=== block 1 ===
Block 1, clock wiring as the flow saved it:
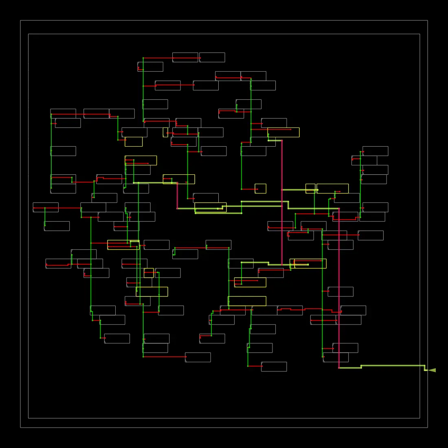

<file path="src/rtl/seven_seg_mux_n.sv">
// Multiplexed driver for an N-digit common-anode 7-segment display with
// double-buffered data, PWM brightness, leading-zero suppression and blink.
module seven_seg_mux_n #(
    parameter int unsigned NUM_DIGITS   = 4,
    parameter int unsigned REFRESH_DIV  = 150000,
    parameter int unsigned BRIGHT_W     = 3,
    parameter int unsigned BLINK_FRAMES = 64
) (
    input  logic                      i_clk,
    input  logic                      i_rst,
    input  logic [4*NUM_DIGITS-1:0]   i_value,
    input  logic [NUM_DIGITS-1:0]     i_dp,
    input  logic [NUM_DIGITS-1:0]     i_blink,
    input  logic                      i_load,
    input  logic                      i_lz_suppress,
    input  logic [BRIGHT_W-1:0]       i_brightness,
    output logic [NUM_DIGITS-1:0]     o_digits,
    output logic [7:0]                o_segments,
    output logic                      o_frame_done
);

    localparam int unsigned SLOT_W  = $clog2(REFRESH_DIV);
    localparam int unsigned IDX_W   = $clog2(NUM_DIGITS);
    localparam int unsigned FRAME_W = (BLINK_FRAMES > 1) ? $clog2(BLINK_FRAMES) : 1;

    logic [SLOT_W-1:0]       r_slot_cnt;
    logic [IDX_W-1:0]        r_digit_idx;
    logic [FRAME_W-1:0]      r_frame_cnt;
    logic                    r_blink_phase;
    logic [4*NUM_DIGITS-1:0] r_shd_value, r_act_value;
    logic [NUM_DIGITS-1:0]   r_shd_dp, r_act_dp;
    logic [NUM_DIGITS-1:0]   r_shd_blink, r_act_blink;
    logic [NUM_DIGITS-1:0]   r_digits;
    logic [7:0]              r_segments;
    logic                    r_frame_done;

    logic                    w_slot_last;
    logic                    w_frame_end;
    logic [3:0]              w_nibble;
    logic                    w_cur_dp;
    logic                    w_cur_blink;
    logic                    w_cur_lz;
    logic                    w_lz_run;
    logic [NUM_DIGITS-1:0]   w_lz_blank;
    logic                    w_lit;
    logic [6:0]              w_glyph;
    logic [NUM_DIGITS-1:0]   w_onehot;

    assign w_slot_last = (r_slot_cnt == SLOT_W'(REFRESH_DIV - 1));
    assign w_frame_end = w_slot_last && (r_digit_idx == IDX_W'(NUM_DIGITS - 1));
    assign w_onehot    = NUM_DIGITS'(1) << r_digit_idx;

    // Select the current digit's data and its leading-zero status
    always_comb begin
        w_nibble    = 4'h0;
        w_cur_dp    = 1'b0;
        w_cur_blink = 1'b0;
        w_cur_lz    = 1'b0;
        w_lz_run    = 1'b1;
        w_lz_blank  = '0;
        for (int i = NUM_DIGITS - 1; i >= 1; i--) begin
            w_lz_run      = w_lz_run && (r_act_value[i*4 +: 4] == 4'h0) && !r_act_dp[i];
            w_lz_blank[i] = w_lz_run;
        end
        for (int i = 0; i < NUM_DIGITS; i++) begin
            if (r_digit_idx == IDX_W'(i)) begin
                w_nibble    = r_act_value[i*4 +: 4];
                w_cur_dp    = r_act_dp[i];
                w_cur_blink = r_act_blink[i];
                w_cur_lz    = w_lz_blank[i];
            end
        end
    end

    // Hex glyphs, active-high {G,F,E,D,C,B,A}
    always_comb begin
        w_glyph = 7'h00;
        case (w_nibble)
            4'h0: w_glyph = 7'h3F;
            4'h1: w_glyph = 7'h06;
            4'h2: w_glyph = 7'h5B;
            4'h3: w_glyph = 7'h4F;
            4'h4: w_glyph = 7'h66;
            4'h5: w_glyph = 7'h6D;
            4'h6: w_glyph = 7'h7D;
            4'h7: w_glyph = 7'h07;
            4'h8: w_glyph = 7'h7F;
            4'h9: w_glyph = 7'h6F;
            4'hA: w_glyph = 7'h77;
            4'hB: w_glyph = 7'h7C;
            4'hC: w_glyph = 7'h39;
            4'hD: w_glyph = 7'h5E;
            4'hE: w_glyph = 7'h79;
            4'hF: w_glyph = 7'h71;
            default: w_glyph = 7'h00;
        endcase
    end

    // Slot 0 is always dark so the previous digit's segments never ghost
    assign w_lit = (r_slot_cnt != '0)
                && (r_slot_cnt[BRIGHT_W-1:0] <= i_brightness)
                && !(i_lz_suppress && w_cur_lz)
                && !(r_blink_phase && w_cur_blink);

    always_ff @(posedge i_clk) begin
        if (i_rst) begin
            r_slot_cnt    <= '0;
            r_digit_idx   <= '0;
            r_frame_cnt   <= '0;
            r_blink_phase <= 1'b0;
            r_shd_value   <= '0;
            r_shd_dp      <= '0;
            r_shd_blink   <= '0;
            r_act_value   <= '0;
            r_act_dp      <= '0;
            r_act_blink   <= '0;
            r_digits      <= '1;
            r_segments    <= 8'hFF;
            r_frame_done  <= 1'b0;
        end else begin
            r_slot_cnt   <= w_slot_last ? '0 : r_slot_cnt + SLOT_W'(1);
            r_frame_done <= w_frame_end;
            if (w_slot_last) begin
                r_digit_idx <= w_frame_end ? '0 : r_digit_idx + IDX_W'(1);
            end
            // Active takes the pre-edge shadow, so a coincident load waits a frame
            if (w_frame_end) begin
                r_act_value <= r_shd_value;
                r_act_dp    <= r_shd_dp;
                r_act_blink <= r_shd_blink;
                if (r_frame_cnt == FRAME_W'(BLINK_FRAMES - 1)) begin
                    r_frame_cnt   <= '0;
                    r_blink_phase <= !r_blink_phase;
                end else begin
                    r_frame_cnt <= r_frame_cnt + FRAME_W'(1);
                end
            end
            if (i_load) begin
                r_shd_value <= i_value;
                r_shd_dp    <= i_dp;
                r_shd_blink <= i_blink;
            end
            r_digits   <= w_lit ? ~w_onehot : '1;
            r_segments <= w_lit ? {~w_cur_dp, ~w_glyph} : 8'hFF;
        end
    end

    assign o_digits     = r_digits;
    assign o_segments   = r_segments;
    assign o_frame_done = r_frame_done;

endmodule

</file>
<file path="config.mk">
export PLATFORM = sky130hd
export DESIGN_NAME = seven_seg_mux_n
export DESIGN_NICKNAME = d
export VERILOG_FILES = /design/src/rtl/seven_seg_mux_n.sv
export SDC_FILE = /design/constraint.sdc
export NUM_CORES = 1
export LEC_CHECK = 0
export CAP_MARGIN = 20
export CORE_MARGIN = 2
export CORE_UTILIZATION = 30
export CTS_CLUSTER_SIZE = 16
export DETAILED_ROUTE_END_ITERATION = 8
export GPL_TIMING_DRIVEN = 0
export PLACE_DENSITY = 0.6
export SYNTH_ARGS = -nofsm -noshare
export SYNTH_HDL_FRONTEND = slang
export SYNTH_SLANG_ARGS = --single-unit
export TNS_END_PERCENT = 50
</file>
<file path="constraint.sdc">
create_clock -name i_clk -period 3.6 [get_ports i_clk]
set_clock_uncertainty 0.1 [all_clocks]
set_input_delay 1.08 -clock i_clk [delete_from_list [all_inputs] [get_ports i_clk]]
set_output_delay 1.08 -clock i_clk [all_outputs]
set_load 0.02 [all_outputs]
</file>
=== block 2 ===
<file path="config.mk">
export PLATFORM = sky130hd
export DESIGN_NAME = mem_ctrl_responder
export DESIGN_NICKNAME = d
export VERILOG_FILES = /design/src/rtl/mem_link_pkg.sv /design/src/rtl/mem_ctrl_regfile.sv /design/src/rtl/mem_ctrl_responder.sv
export SDC_FILE = /design/constraint.sdc
export NUM_CORES = 1
export LEC_CHECK = 0
export ABC_AREA = 1
export CELL_PAD_IN_SITES_DETAIL_PLACEMENT = 1
export CELL_PAD_IN_SITES_GLOBAL_PLACEMENT = 2
export CORE_MARGIN = 2
export CORE_UTILIZATION = 39
export DETAILED_ROUTE_END_ITERATION = 10
export PLACE_DENSITY_LB_ADDON = 0.3
export SLEW_MARGIN = 15
export SYNTH_ARGS = -nofsm -noshare
export SYNTH_HDL_FRONTEND = slang
export SYNTH_SLANG_ARGS = --single-unit
</file>
<file path="constraint.sdc">
create_clock -name clk_mem -period 3.98 [get_ports clk_mem]
set_input_delay 0.398 -clock clk_mem [delete_from_list [all_inputs] [get_ports clk_mem]]
set_output_delay 0.398 -clock clk_mem [all_outputs]
set_load 0.02 [all_outputs]
</file>
<file path="src/rtl/mem_link_pkg.sv">
// Shared definitions for the master/memory-controller FIFO link.
package mem_link_pkg;

    localparam int MEM_DATA_W    = 8;
    localparam int CMD_WRITE_BIT = 7;

    typedef enum logic [2:0] {
        IDLE     = 3'd0,
        CMD_CAP  = 3'd1,
        DATA_REQ = 3'd2,
        DATA_CAP = 3'd3,
        RD_MEM   = 3'd4,
        PUSH     = 3'd5
    } state_e;

    // A command byte with the top bit set carries a data byte behind it.
    function automatic logic is_write_cmd(input logic [MEM_DATA_W-1:0] cmd);
        return cmd[CMD_WRITE_BIT];
    endfunction

endpackage

</file>
<file path="src/rtl/mem_ctrl_regfile.sv">
// Small byte memory: async clear, one write port, one registered read port.
module mem_ctrl_regfile
    import mem_link_pkg::*;
#(
    parameter int ADDR_W = 4,
    parameter int DATA_W = MEM_DATA_W
) (
    input  logic              clk_i,
    input  logic              rst_ni,
    input  logic              we_i,
    input  logic [ADDR_W-1:0] waddr_i,
    input  logic [DATA_W-1:0] wdata_i,
    input  logic              re_i,
    input  logic [ADDR_W-1:0] raddr_i,
    output logic [DATA_W-1:0] rdata_o
);

    localparam int DEPTH = 1 << ADDR_W;

    logic [DEPTH-1:0][DATA_W-1:0] mem_q;
    logic [DATA_W-1:0]            rdata_q;

    // Storage array; reset wipes every byte so stale data never leaks out.
    always_ff @(posedge clk_i or negedge rst_ni) begin
        if (!rst_ni) begin
            mem_q <= '0;
        end else if (we_i) begin
            mem_q[waddr_i] <= wdata_i;
        end
    end

    // Read register holds its value until the next read, so the response
    // byte stays stable while the controller waits on a full FIFO.
    always_ff @(posedge clk_i or negedge rst_ni) begin
        if (!rst_ni) begin
            rdata_q <= '0;
        end else if (re_i) begin
            rdata_q <= mem_q[raddr_i];
        end
    end

    assign rdata_o = rdata_q;

endmodule

</file>
<file path="src/rtl/mem_ctrl_responder.sv">
// Memory-controller side of the FIFO link: pops commands, executes them
// against the local regfile and pushes read results back.
module mem_ctrl_responder
    import mem_link_pkg::*;
#(
    parameter int ADDR_W = 4,
    parameter int DATA_W = MEM_DATA_W
) (
    input  logic              clk_mem,
    input  logic              reset_n,
    input  logic              fifo_empty,
    output logic              rd_en_mem,
    input  logic [DATA_W-1:0] data_out_mem,
    input  logic              fifo_full,
    output logic              wr_en_mem,
    output logic [DATA_W-1:0] data_in_mem,
    output logic              busy,
    output logic [7:0]        txn_count
);

    state_e            state_q, state_d;
    logic [ADDR_W-1:0] addr_q, addr_d;
    logic              rd_en_q, rd_en_d;
    logic              wr_en_q, wr_en_d;
    logic [7:0]        txn_q, txn_d;
    logic              mem_we, mem_re;

    // Registered state, command address, FIFO strobes and transaction count.
    always_ff @(posedge clk_mem or negedge reset_n) begin
        if (!reset_n) begin
            state_q <= IDLE;
            addr_q  <= '0;
            rd_en_q <= 1'b0;
            wr_en_q <= 1'b0;
            txn_q   <= '0;
        end else begin
            state_q <= state_d;
            addr_q  <= addr_d;
            rd_en_q <= rd_en_d;
            wr_en_q <= wr_en_d;
            txn_q   <= txn_d;
        end
    end

    // Next-state logic; strobes are computed one cycle early so the
    // FIFO sees clean registered pulses.
    always_comb begin
        state_d = state_q;
        addr_d  = addr_q;
        rd_en_d = 1'b0;
        wr_en_d = 1'b0;
        txn_d   = txn_q;
        mem_we  = 1'b0;
        mem_re  = 1'b0;
        case (state_q)
            IDLE: begin
                if (!fifo_empty) begin
                    rd_en_d = 1'b1;
                    state_d = CMD_CAP;
                end
            end
            CMD_CAP: begin
                // Reserved bits between the address and the write flag drop here.
                addr_d  = data_out_mem[ADDR_W-1:0];
                state_d = is_write_cmd(data_out_mem) ? DATA_REQ : RD_MEM;
            end
            DATA_REQ: begin
                if (!fifo_empty) begin
                    rd_en_d = 1'b1;
                    state_d = DATA_CAP;
                end
            end
            DATA_CAP: begin
                // Commit now so any later read sees the new byte.
                mem_we  = 1'b1;
                txn_d   = txn_q + 8'd1;
                state_d = IDLE;
            end
            RD_MEM: begin
                mem_re  = 1'b1;
                state_d = PUSH;
            end
            PUSH: begin
                if (!fifo_full) begin
                    wr_en_d = 1'b1;
                    txn_d   = txn_q + 8'd1;
                    state_d = IDLE;
                end
            end
            default: state_d = IDLE;
        endcase
    end

    mem_ctrl_regfile #(
        .ADDR_W (ADDR_W),
        .DATA_W (DATA_W)
    ) u_regfile (
        .clk_i   (clk_mem),
        .rst_ni  (reset_n),
        .we_i    (mem_we),
        .waddr_i (addr_q),
        .wdata_i (data_out_mem),
        .re_i    (mem_re),
        .raddr_i (addr_q),
        .rdata_o (data_in_mem)
    );

    assign rd_en_mem = rd_en_q;
    assign wr_en_mem = wr_en_q;
    assign busy      = (state_q != IDLE);
    assign txn_count = txn_q;

endmodule

</file>
=== block 3 ===
## src/rtl/fifo_rd_packer_if.sv

```systemverilog
// ============================================================================
//  Module      : fifo_rd_packer_if
//  Description : Bundles the FIFO read port and the packed-word output
//                handshake of fifo_rd_packer.
//                  fifo_dout / fifo_empty / fifo_rd_en : show-ahead FIFO read
//                  flush                               : emit partial word
//                  word_out / word_keep / word_valid /
//                  word_ready                          : packed-word handshake
//                  word_cnt / byte_sum                 : integrity counters
//                master : the packer side
//                slave  : the surrounding read-domain logic
//  Revision    : 1.0 - initial release
// ============================================================================
`default_nettype none

interface fifo_rd_packer_if #(
    parameter int DATA_SIZE      = 8,
    parameter int BYTES_PER_WORD = 4,
    parameter int CNT_W          = 16
);
    logic [DATA_SIZE-1:0]                fifo_dout;
    logic                                fifo_empty;
    logic                                fifo_rd_en;
    logic                                flush;
    logic [DATA_SIZE*BYTES_PER_WORD-1:0] word_out;
    logic [BYTES_PER_WORD-1:0]           word_keep;
    logic                                word_valid;
    logic                                word_ready;
    logic [CNT_W-1:0]                    word_cnt;
    logic [CNT_W-1:0]                    byte_sum;

    modport master (
        input  fifo_dout, fifo_empty, flush, word_ready,
        output fifo_rd_en, word_out, word_keep, word_valid, word_cnt, byte_sum
    );

    modport slave (
        output fifo_dout, fifo_empty, flush, word_ready,
        input  fifo_rd_en, word_out, word_keep, word_valid, word_cnt, byte_sum
    );
endinterface

`default_nettype wire

```

## src/rtl/fifo_rd_packer.sv

```systemverilog
// ============================================================================
//  Module      : fifo_rd_packer
//  Description : Read-domain consumer of the async FIFO. Pops bytes whenever
//                the FIFO is non-empty, packs them little-endian into
//                BYTES_PER_WORD-lane words and offers each word on a
//                valid/ready handshake. A flush request emits a partial word.
//                Keeps a running byte checksum and an accepted-word counter.
//  Ports       : clk_rd - read-domain clock (rising edge)
//                rst    - synchronous active-high reset
//                bus    - fifo_rd_packer_if.master (FIFO read port, flush,
//                         word handshake, word_cnt, byte_sum)
//  Revision    : 1.0 - initial release
// ============================================================================
`default_nettype none

module fifo_rd_packer #(
    parameter int DATA_SIZE      = 8,
    parameter int BYTES_PER_WORD = 4,
    parameter int CNT_W          = 16
) (
    input  wire logic          clk_rd,
    input  wire logic          rst,
    fifo_rd_packer_if.master   bus
);

    localparam int c_WORD_W = DATA_SIZE * BYTES_PER_WORD;
    localparam int c_IDX_W  = $clog2(BYTES_PER_WORD);
    localparam logic [c_IDX_W-1:0] c_LAST_IDX = c_IDX_W'(BYTES_PER_WORD - 1);

    typedef enum logic [0:0] {
        ST_FILL = 1'b0,
        ST_HOLD = 1'b1
    } state_t;

    state_t                    state_q,    state_d;
    logic [c_IDX_W-1:0]        idx_q,      idx_d;
    logic [c_WORD_W-1:0]       buf_q,      buf_d;
    logic [BYTES_PER_WORD-1:0] keep_q,     keep_d;
    logic [CNT_W-1:0]          word_cnt_q, word_cnt_d;
    logic [CNT_W-1:0]          byte_sum_q, byte_sum_d;
    logic                      w_pop;

    // Pop is gated by rst so nothing is consumed from the FIFO while the
    // packer is being reset.
    assign w_pop = (state_q == ST_FILL) && !bus.fifo_empty && !rst;

    always_comb begin
        state_d    = state_q;
        idx_d      = idx_q;
        buf_d      = buf_q;
        keep_d     = keep_q;
        word_cnt_d = word_cnt_q;
        byte_sum_d = byte_sum_q;

        if (w_pop) begin
            byte_sum_d = byte_sum_q + CNT_W'(bus.fifo_dout);
        end

        case (state_q)
            ST_FILL: begin
                if (w_pop) begin
                    buf_d[idx_q*DATA_SIZE +: DATA_SIZE] = bus.fifo_dout;
                    keep_d[idx_q]                       = 1'b1;
                    if (idx_q == c_LAST_IDX || bus.flush) begin
                        // Popped byte is included before the word goes out.
                        idx_d   = '0;
                        state_d = ST_HOLD;
                    end else begin
                        idx_d = idx_q + c_IDX_W'(1);
                    end
                end else if (bus.flush && idx_q != '0) begin
                    // Flush with nothing packed is dropped: no empty words.
                    idx_d   = '0;
                    state_d = ST_HOLD;
                end
            end
            ST_HOLD: begin
                if (bus.word_ready) begin
                    buf_d      = '0;
                    keep_d     = '0;
                    word_cnt_d = word_cnt_q + CNT_W'(1);
                    state_d    = ST_FILL;
                end
            end
            default: begin
                state_d = ST_FILL;
            end
        endcase
    end

    always_ff @(posedge clk_rd) begin
        if (rst) begin
            state_q    <= ST_FILL;
            idx_q      <= '0;
            buf_q      <= '0;
            keep_q     <= '0;
            word_cnt_q <= '0;
            byte_sum_q <= '0;
        end else begin
            state_q    <= state_d;
            idx_q      <= idx_d;
            buf_q      <= buf_d;
            keep_q     <= keep_d;
            word_cnt_q <= word_cnt_d;
            byte_sum_q <= byte_sum_d;
        end
    end

    assign bus.fifo_rd_en = w_pop;
    assign bus.word_out   = buf_q;
    assign bus.word_keep  = keep_q;
    assign bus.word_valid = (state_q == ST_HOLD);
    assign bus.word_cnt   = word_cnt_q;
    assign bus.byte_sum   = byte_sum_q;

endmodule

`default_nettype wire
```

## src/flat_wrapper.sv

```systemverilog
// flat-port wrapper written by rule: the top's interface ports become plain ports
module fifo_rd_packer_flat 
#(
    parameter int DATA_SIZE      = 8,
    parameter int BYTES_PER_WORD = 4,
    parameter int CNT_W          = 16
)
  (clk_rd, rst, bus_fifo_dout, bus_fifo_empty, bus_flush, bus_word_ready, bus_fifo_rd_en, bus_word_out, bus_word_keep, bus_word_valid, bus_word_cnt, bus_byte_sum);
  fifo_rd_packer_if #(.DATA_SIZE(DATA_SIZE), .BYTES_PER_WORD(BYTES_PER_WORD), .CNT_W(CNT_W)) bus_i ();
  input  wire logic clk_rd;
  input  wire logic rst;
  input wire logic [$bits(bus_i.fifo_dout)-1:0] bus_fifo_dout;
  input wire logic [$bits(bus_i.fifo_empty)-1:0] bus_fifo_empty;
  input wire logic [$bits(bus_i.flush)-1:0] bus_flush;
  input wire logic [$bits(bus_i.word_ready)-1:0] bus_word_ready;
  output wire logic [$bits(bus_i.fifo_rd_en)-1:0] bus_fifo_rd_en;
  output wire logic [$bits(bus_i.word_out)-1:0] bus_word_out;
  output wire logic [$bits(bus_i.word_keep)-1:0] bus_word_keep;
  output wire logic [$bits(bus_i.word_valid)-1:0] bus_word_valid;
  output wire logic [$bits(bus_i.word_cnt)-1:0] bus_word_cnt;
  output wire logic [$bits(bus_i.byte_sum)-1:0] bus_byte_sum;
  assign bus_i.fifo_dout = bus_fifo_dout;
  assign bus_i.fifo_empty = bus_fifo_empty;
  assign bus_i.flush = bus_flush;
  assign bus_i.word_ready = bus_word_ready;
  assign bus_fifo_rd_en = bus_i.fifo_rd_en;
  assign bus_word_out = bus_i.word_out;
  assign bus_word_keep = bus_i.word_keep;
  assign bus_word_valid = bus_i.word_valid;
  assign bus_word_cnt = bus_i.word_cnt;
  assign bus_byte_sum = bus_i.byte_sum;
  fifo_rd_packer #(.DATA_SIZE(DATA_SIZE), .BYTES_PER_WORD(BYTES_PER_WORD), .CNT_W(CNT_W)) u_core (.clk_rd(clk_rd), .rst(rst), .bus(bus_i));
endmodule
```

## config.mk

```make
export PLATFORM = sky130hd
export DESIGN_NAME = fifo_rd_packer_flat
export DESIGN_NICKNAME = d
export VERILOG_FILES = /design/src/rtl/fifo_rd_packer_if.sv /design/src/rtl/fifo_rd_packer.sv /design/src/flat_wrapper.sv
export SDC_FILE = /design/constraint.sdc
export NUM_CORES = 1
export LEC_CHECK = 0
export CORE_UTILIZATION = 35
export DETAILED_ROUTE_END_ITERATION = 16
export PLACE_DENSITY = 0.66
export SYNTH_ARGS = -nofsm -noshare
export SYNTH_HDL_FRONTEND = slang
export SYNTH_SLANG_ARGS = --single-unit
```

## constraint.sdc

```tcl
create_clock -name clk_rd -period 2 [get_ports clk_rd]
set_input_delay 0.4 -clock clk_rd [delete_from_list [all_inputs] [get_ports clk_rd]]
set_output_delay 0.4 -clock clk_rd [all_outputs]
set_load 0.01 [all_outputs]
```


==> layout pictures side by side <==
Pin map.
Pins as bars across the die edge, other pins in grey.
(a)
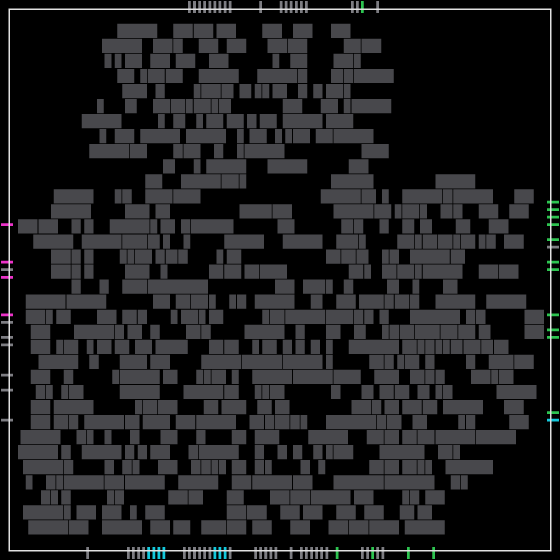
(b)
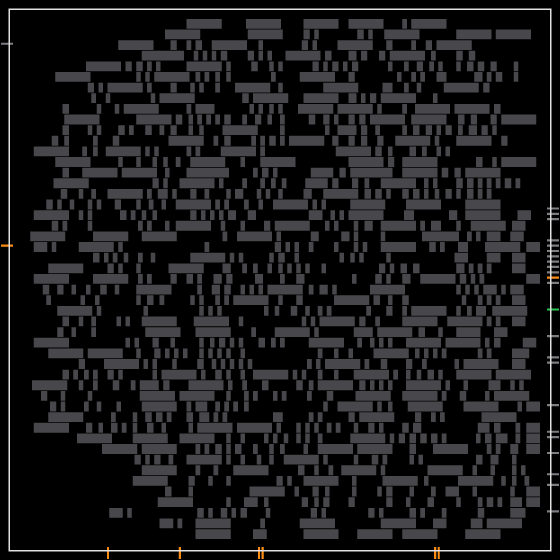
(c)
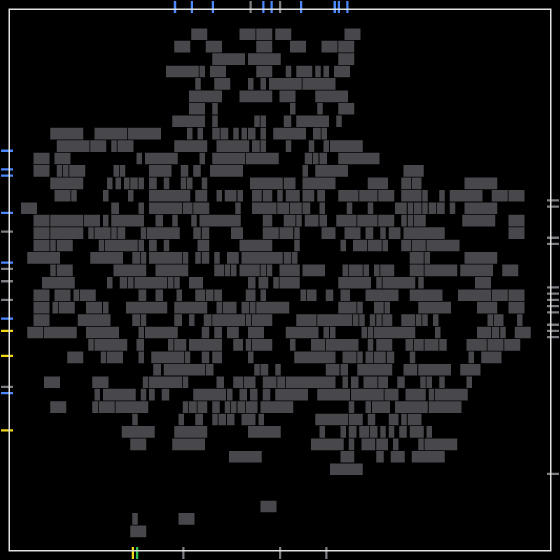
For block 2, see (b).
For block 1, see (c).
For block 3, see (a).
The one with the most pins is (a).

Block 3, sequential cells coloured by netlist name:
The bar under the picture is 20 um long. Other sequential cells in the stronger grey, the rest of the logic in the fainter grey.
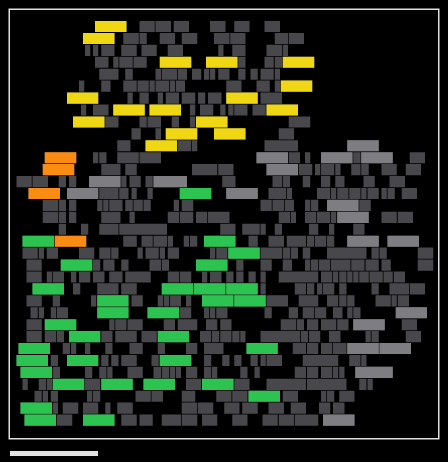
legend:
  `u_core.bus.word_out`:
    colour: green
    placed_flops: 32
  `u_core.bus.word_cnt`:
    colour: yellow
    placed_flops: 16
  `u_core.bus.word_keep`:
    colour: orange
    placed_flops: 4
    where: middle left

==> results_dict.tcl, block 3 <==
# flow metrics
set metrics [dict create \
    p_per_area_mw_per_mm2 688 \
    outcome "finished with violations" \
    reg2reg_depth 7 \
    post_cts_resize_count 12 \
    drive_gt1_frac 0.159 \
    grt_pass1_wl_mm 14.7 \
    ys_seq_frac 0.444 \
    place_ws_ns -0.563 \
    regArea_mm2 0.00143 \
    violations "design-rule violations" \
    mappedNetlistNets 396 \
    inv_count 4 \
    grt_max_degree 62 \
    seq_cell_count 71 \
    drc 6 \
    hold_class "flop to flop" \
    clockRootBuffer "clkbuf_8" \
    ys_cells 369 \
]
==> block 3: sequential cells by signal, summed over array words and instances, names as in the netlist <==
| signal | flops |
|---|---|
| u_core.idx_q | 2 |
| u_core.bus.word_cnt | 16 |
| u_core.bus.word_valid | 1 |
| u_core.bus.byte_sum | 16 |
| u_core.bus.word_out | 32 |
| u_core.bus.word_keep | 4 |
==> block 3: synthesized netlist by cell type, drive strengths merged, types with 4 or more instances <==
library cell,n
buf,8
and4,5
o21ai,9
clkbuf,8
inv,4
nand3,32
xnor2,4
nor3,9
nor2b,4
nand2,34
nor2,52
a21o,4
o211ai,4
a21oi,37
nand4,7
ha,13
dfxtp,71
a211oi,5
xor2,17
a22oi,15
==> block 3: layer usage <==
layer	GRT usage	vias to the layer above	wire length [um]
li1	-	1557	-
met1	0.244	1408	4200
met2	0.330	62	4200
met3	0.0432	11	281
met4	0.0559	0	131
met5	0	-	0
==> block 3: placed cells by master, fill, tap and decap left out, types with 9 or more instances in the layout <==
master           count
a21oi_1             35
dfxtp_1             69
buf_4               40
clkdlybuf4s50_1     74
xor2_1              17
nand3_1             32
a22oi_1             15
nand2_1             34
nor2_1              52
clkbuf_8             9
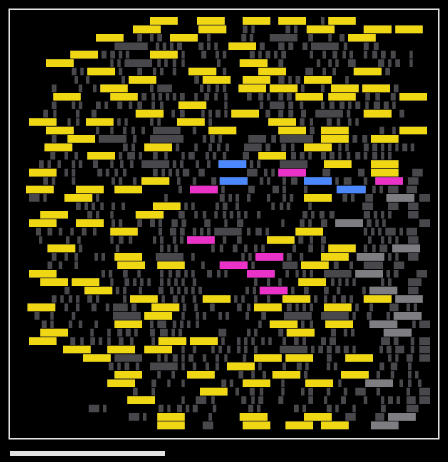
Block 2: sequential cells coloured by netlist name
The bar under the picture is 50 um long. Other sequential cells in the stronger grey, the rest of the logic in the fainter grey.
legend:
  `u_regfile.mem_q`:
    colour: yellow
    placed_flops: 128
    where: all over the die
  `addr_q`:
    colour: blue
    placed_flops: 4
  `u_regfile.rdata_o`:
    colour: magenta
    placed_flops: 8
    where: centre
register fraction of the total cell area: 0.477
FF+latch area: 0.00383 mm^2
Layout Utilization: 0.450
seq pwr: 0.00254 W

==> results_dict.tcl, block 2 <==
# flow metrics
set metrics [dict create \
    outcome "completed" \
    final.setup.worst_slack_ns 1.47 \
    p_leak_nw 4.09 \
    route.met3.wl_um 682 \
    clock_latency_ns 0.43 \
    clk_pin_slew_ns 0.06 \
    p_clk_frac 0.247 \
    synth_compound_gate_area_share 0.0982 \
    rsz0062_at_grt "false" \
    tightestPinTransition_ns 1.12 \
    top_cell "nand2_1" \
    worst_setup_path_end_kind "flop" \
    maxSlewHeadroom 0.250 \
    place_ws_ns 1.51 \
    p_per_area_mw_per_mm2 848 \
    p_sw_w 0.00273 \
    cts_tree "yes" \
    fmax_mhz 399 \
    place_area_mm2 0.00742 \
    antenna_cells 0 \
    cts_num_sinks 153 \
    ant_nets 0 \
    drive_gt1_frac 0.0562 \
    fillers 2174 \
    grt-ovfl-total 0 \
    peakVddDrop_v 0.000503 \
    first_global_vias 6203 \
]
block 2: state kept, by name, summed over array words and instances, names as in the netlist:
name	count
u_regfile.rdata_o	8
wr_en_mem	1
txn_count	8
rd_en_mem	1
addr_q	4
u_regfile.mem_q	128
state_q	3
block 2: metal layers:
layer	global-route usage	vias to the layer above
li1	-	2861
met1	0.315	2958
met2	0.362	112
met3	0.0374	27
met4	0.0768	0
met5	0	-
block 2: worst paths after layout:
kind | start | to | slack [ns] | depth (start not counted)
worst max-delay path | addr_q[0] | u_regfile.mem_q[114] | 1.47 | 3
worst min-delay path | reset_n | txn_count[6] | 0.05 | 1
worst max register to register | addr_q[0] | u_regfile.mem_q[114] | 1.47 | 3
worst min register to register | u_regfile.mem_q[51] | u_regfile.mem_q[51] | 0.49 | 2
max in group asynchronous | reset_n | u_regfile.mem_q[53] | 2.89 | 2
min in group clk_mem | u_regfile.mem_q[51] | u_regfile.mem_q[51] | 0.49 | 2
block 2: layout make-up:
type	count	area, um^2	share of cell area
multi-input cells	663	2860	0.356
clock buffers	23	488	0.0608
well taps	229	287	0.0357
clock inverters	7	116	0.0145
repair buffers	37	354	0.0441
flip-flops and latches	153	3830	0.477
inverters	25	93.8	0.0117
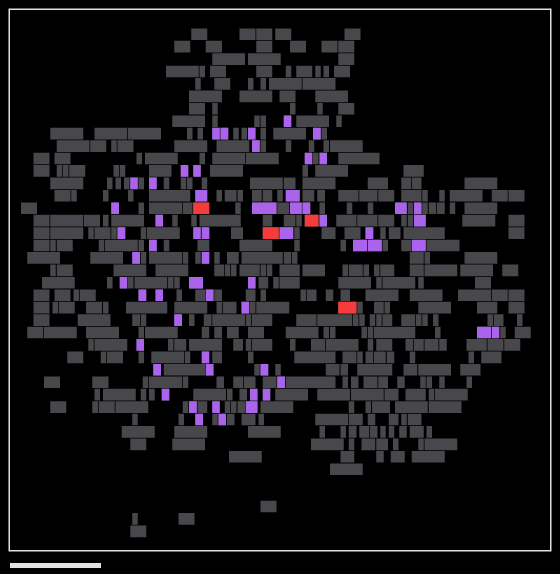
Block 1: selected gate families
The bar under the picture is 20 um long.
legend:
  non-inverting ao/oa cells:
    colour: red
    cells: 4
    where: centre
  aoi and oai cells:
    colour: purple
    cells: 58

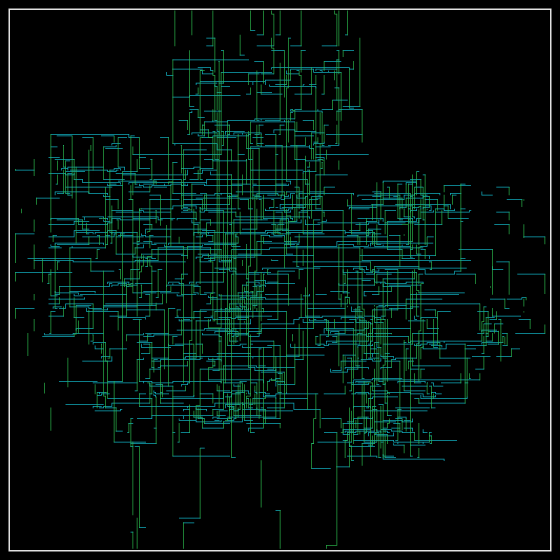
Block 1: signal wires by layer
Two of the layers only.
legend:
  M1:
    colour: cyan
    wire_length: 4220 um
  M2:
    colour: green
    wire_length: 3840 um

## Picture notes: 'clock wiring as the flow saved it' of block 1
clock sink count: 88
flip-flops: 88

==> results_dict.tcl, block 1 <==
# flow metrics
set metrics [dict create \
    outcome "completed" \
    place_ws_ns 0.0823 \
    maxCapViolCount 0 \
    fmax_mhz 313 \
    peakVddDrop_v 0.000173 \
    crit_buf_inv 3 \
    hold_slack_ns 0.356 \
    vias 3187 \
    via_per_inst 4.67 \
    worstPathArrival_ns 3.27 \
    clk_pin_slew_ns 0.06 \
    avgRoutedWirePerCell_um 12.5 \
    initialDrtViolationCount 162 \
    combPwrFrac 0.068 \
    synth_area_leader_cell "dfxtp_1" \
    common_cells "dfxtp_1 (88), nand2_1 (79), nor2_1 (57), a21oi_1 (38), mux2i_1 (27)" \
    maxSlewViolCount 0 \
    rows 41 \
    p_sw_w 0.000455 \
    hold_viol 0 \
    crit_start "i_brightness[1]" \
    cts_tree "yes" \
    seqPwrFrac 0.487 \
    ys_cells 453 \
    p_seq_w 0.00102 \
    largest_reg_flops 18 \
]
==> block 1: logic make-up (layout without fill, tap and decap cells) <==
kind of cell / Yosys count / count (layout) / synth area share
flip-flops: 88 / 88 / 0.450
AND/OR/NAND/NOR: 201 / 201 / 0.246
XOR/XNOR: 18 / 18 / 0.0403
multiplexers: 28 / 28 / 0.0720
adder cells (fa/ha/maj): 16 / 16 / 0.0512
buffers and inverters: 40 / 97 / 0.0429
AND-OR/OR-AND: 62 / 62 / 0.0969
==> block 1: worst reg2reg max path, cell delays in order, from the launching register on <==
cell,delay (ns)
dfxtp_1,0.34
inv_1,0.11
ha_1,0.26
nor2b_1,0.28
a22oi_1,0.13
a221oi_1,0.66
inv_1,0.23
ha_1,0.36
mux2i_1,0.14
mux2_2,0.17
nand2_1,0.05
==> block 1: final timing paths <==
| check | end | cells after the start |
|---|---|---|
| setup / recovery | o_segments[7] | 9 |
| hold / removal | r_act_blink[2] | 2 |
| setup reg to reg | o_segments[3] | 10 |
| hold reg to reg | r_act_blink[2] | 2 |
==> block 1: routing by layer <==
metal / up-vias / share of wire
li1: 1638 / -
met1: 1476 / 0.49
met2: 65 / 0.45
met3: 8 / 0.044
met4: 0 / 0.010
met5: - / 0

No activity file was given, so power comes from the tool's default toggle rates.
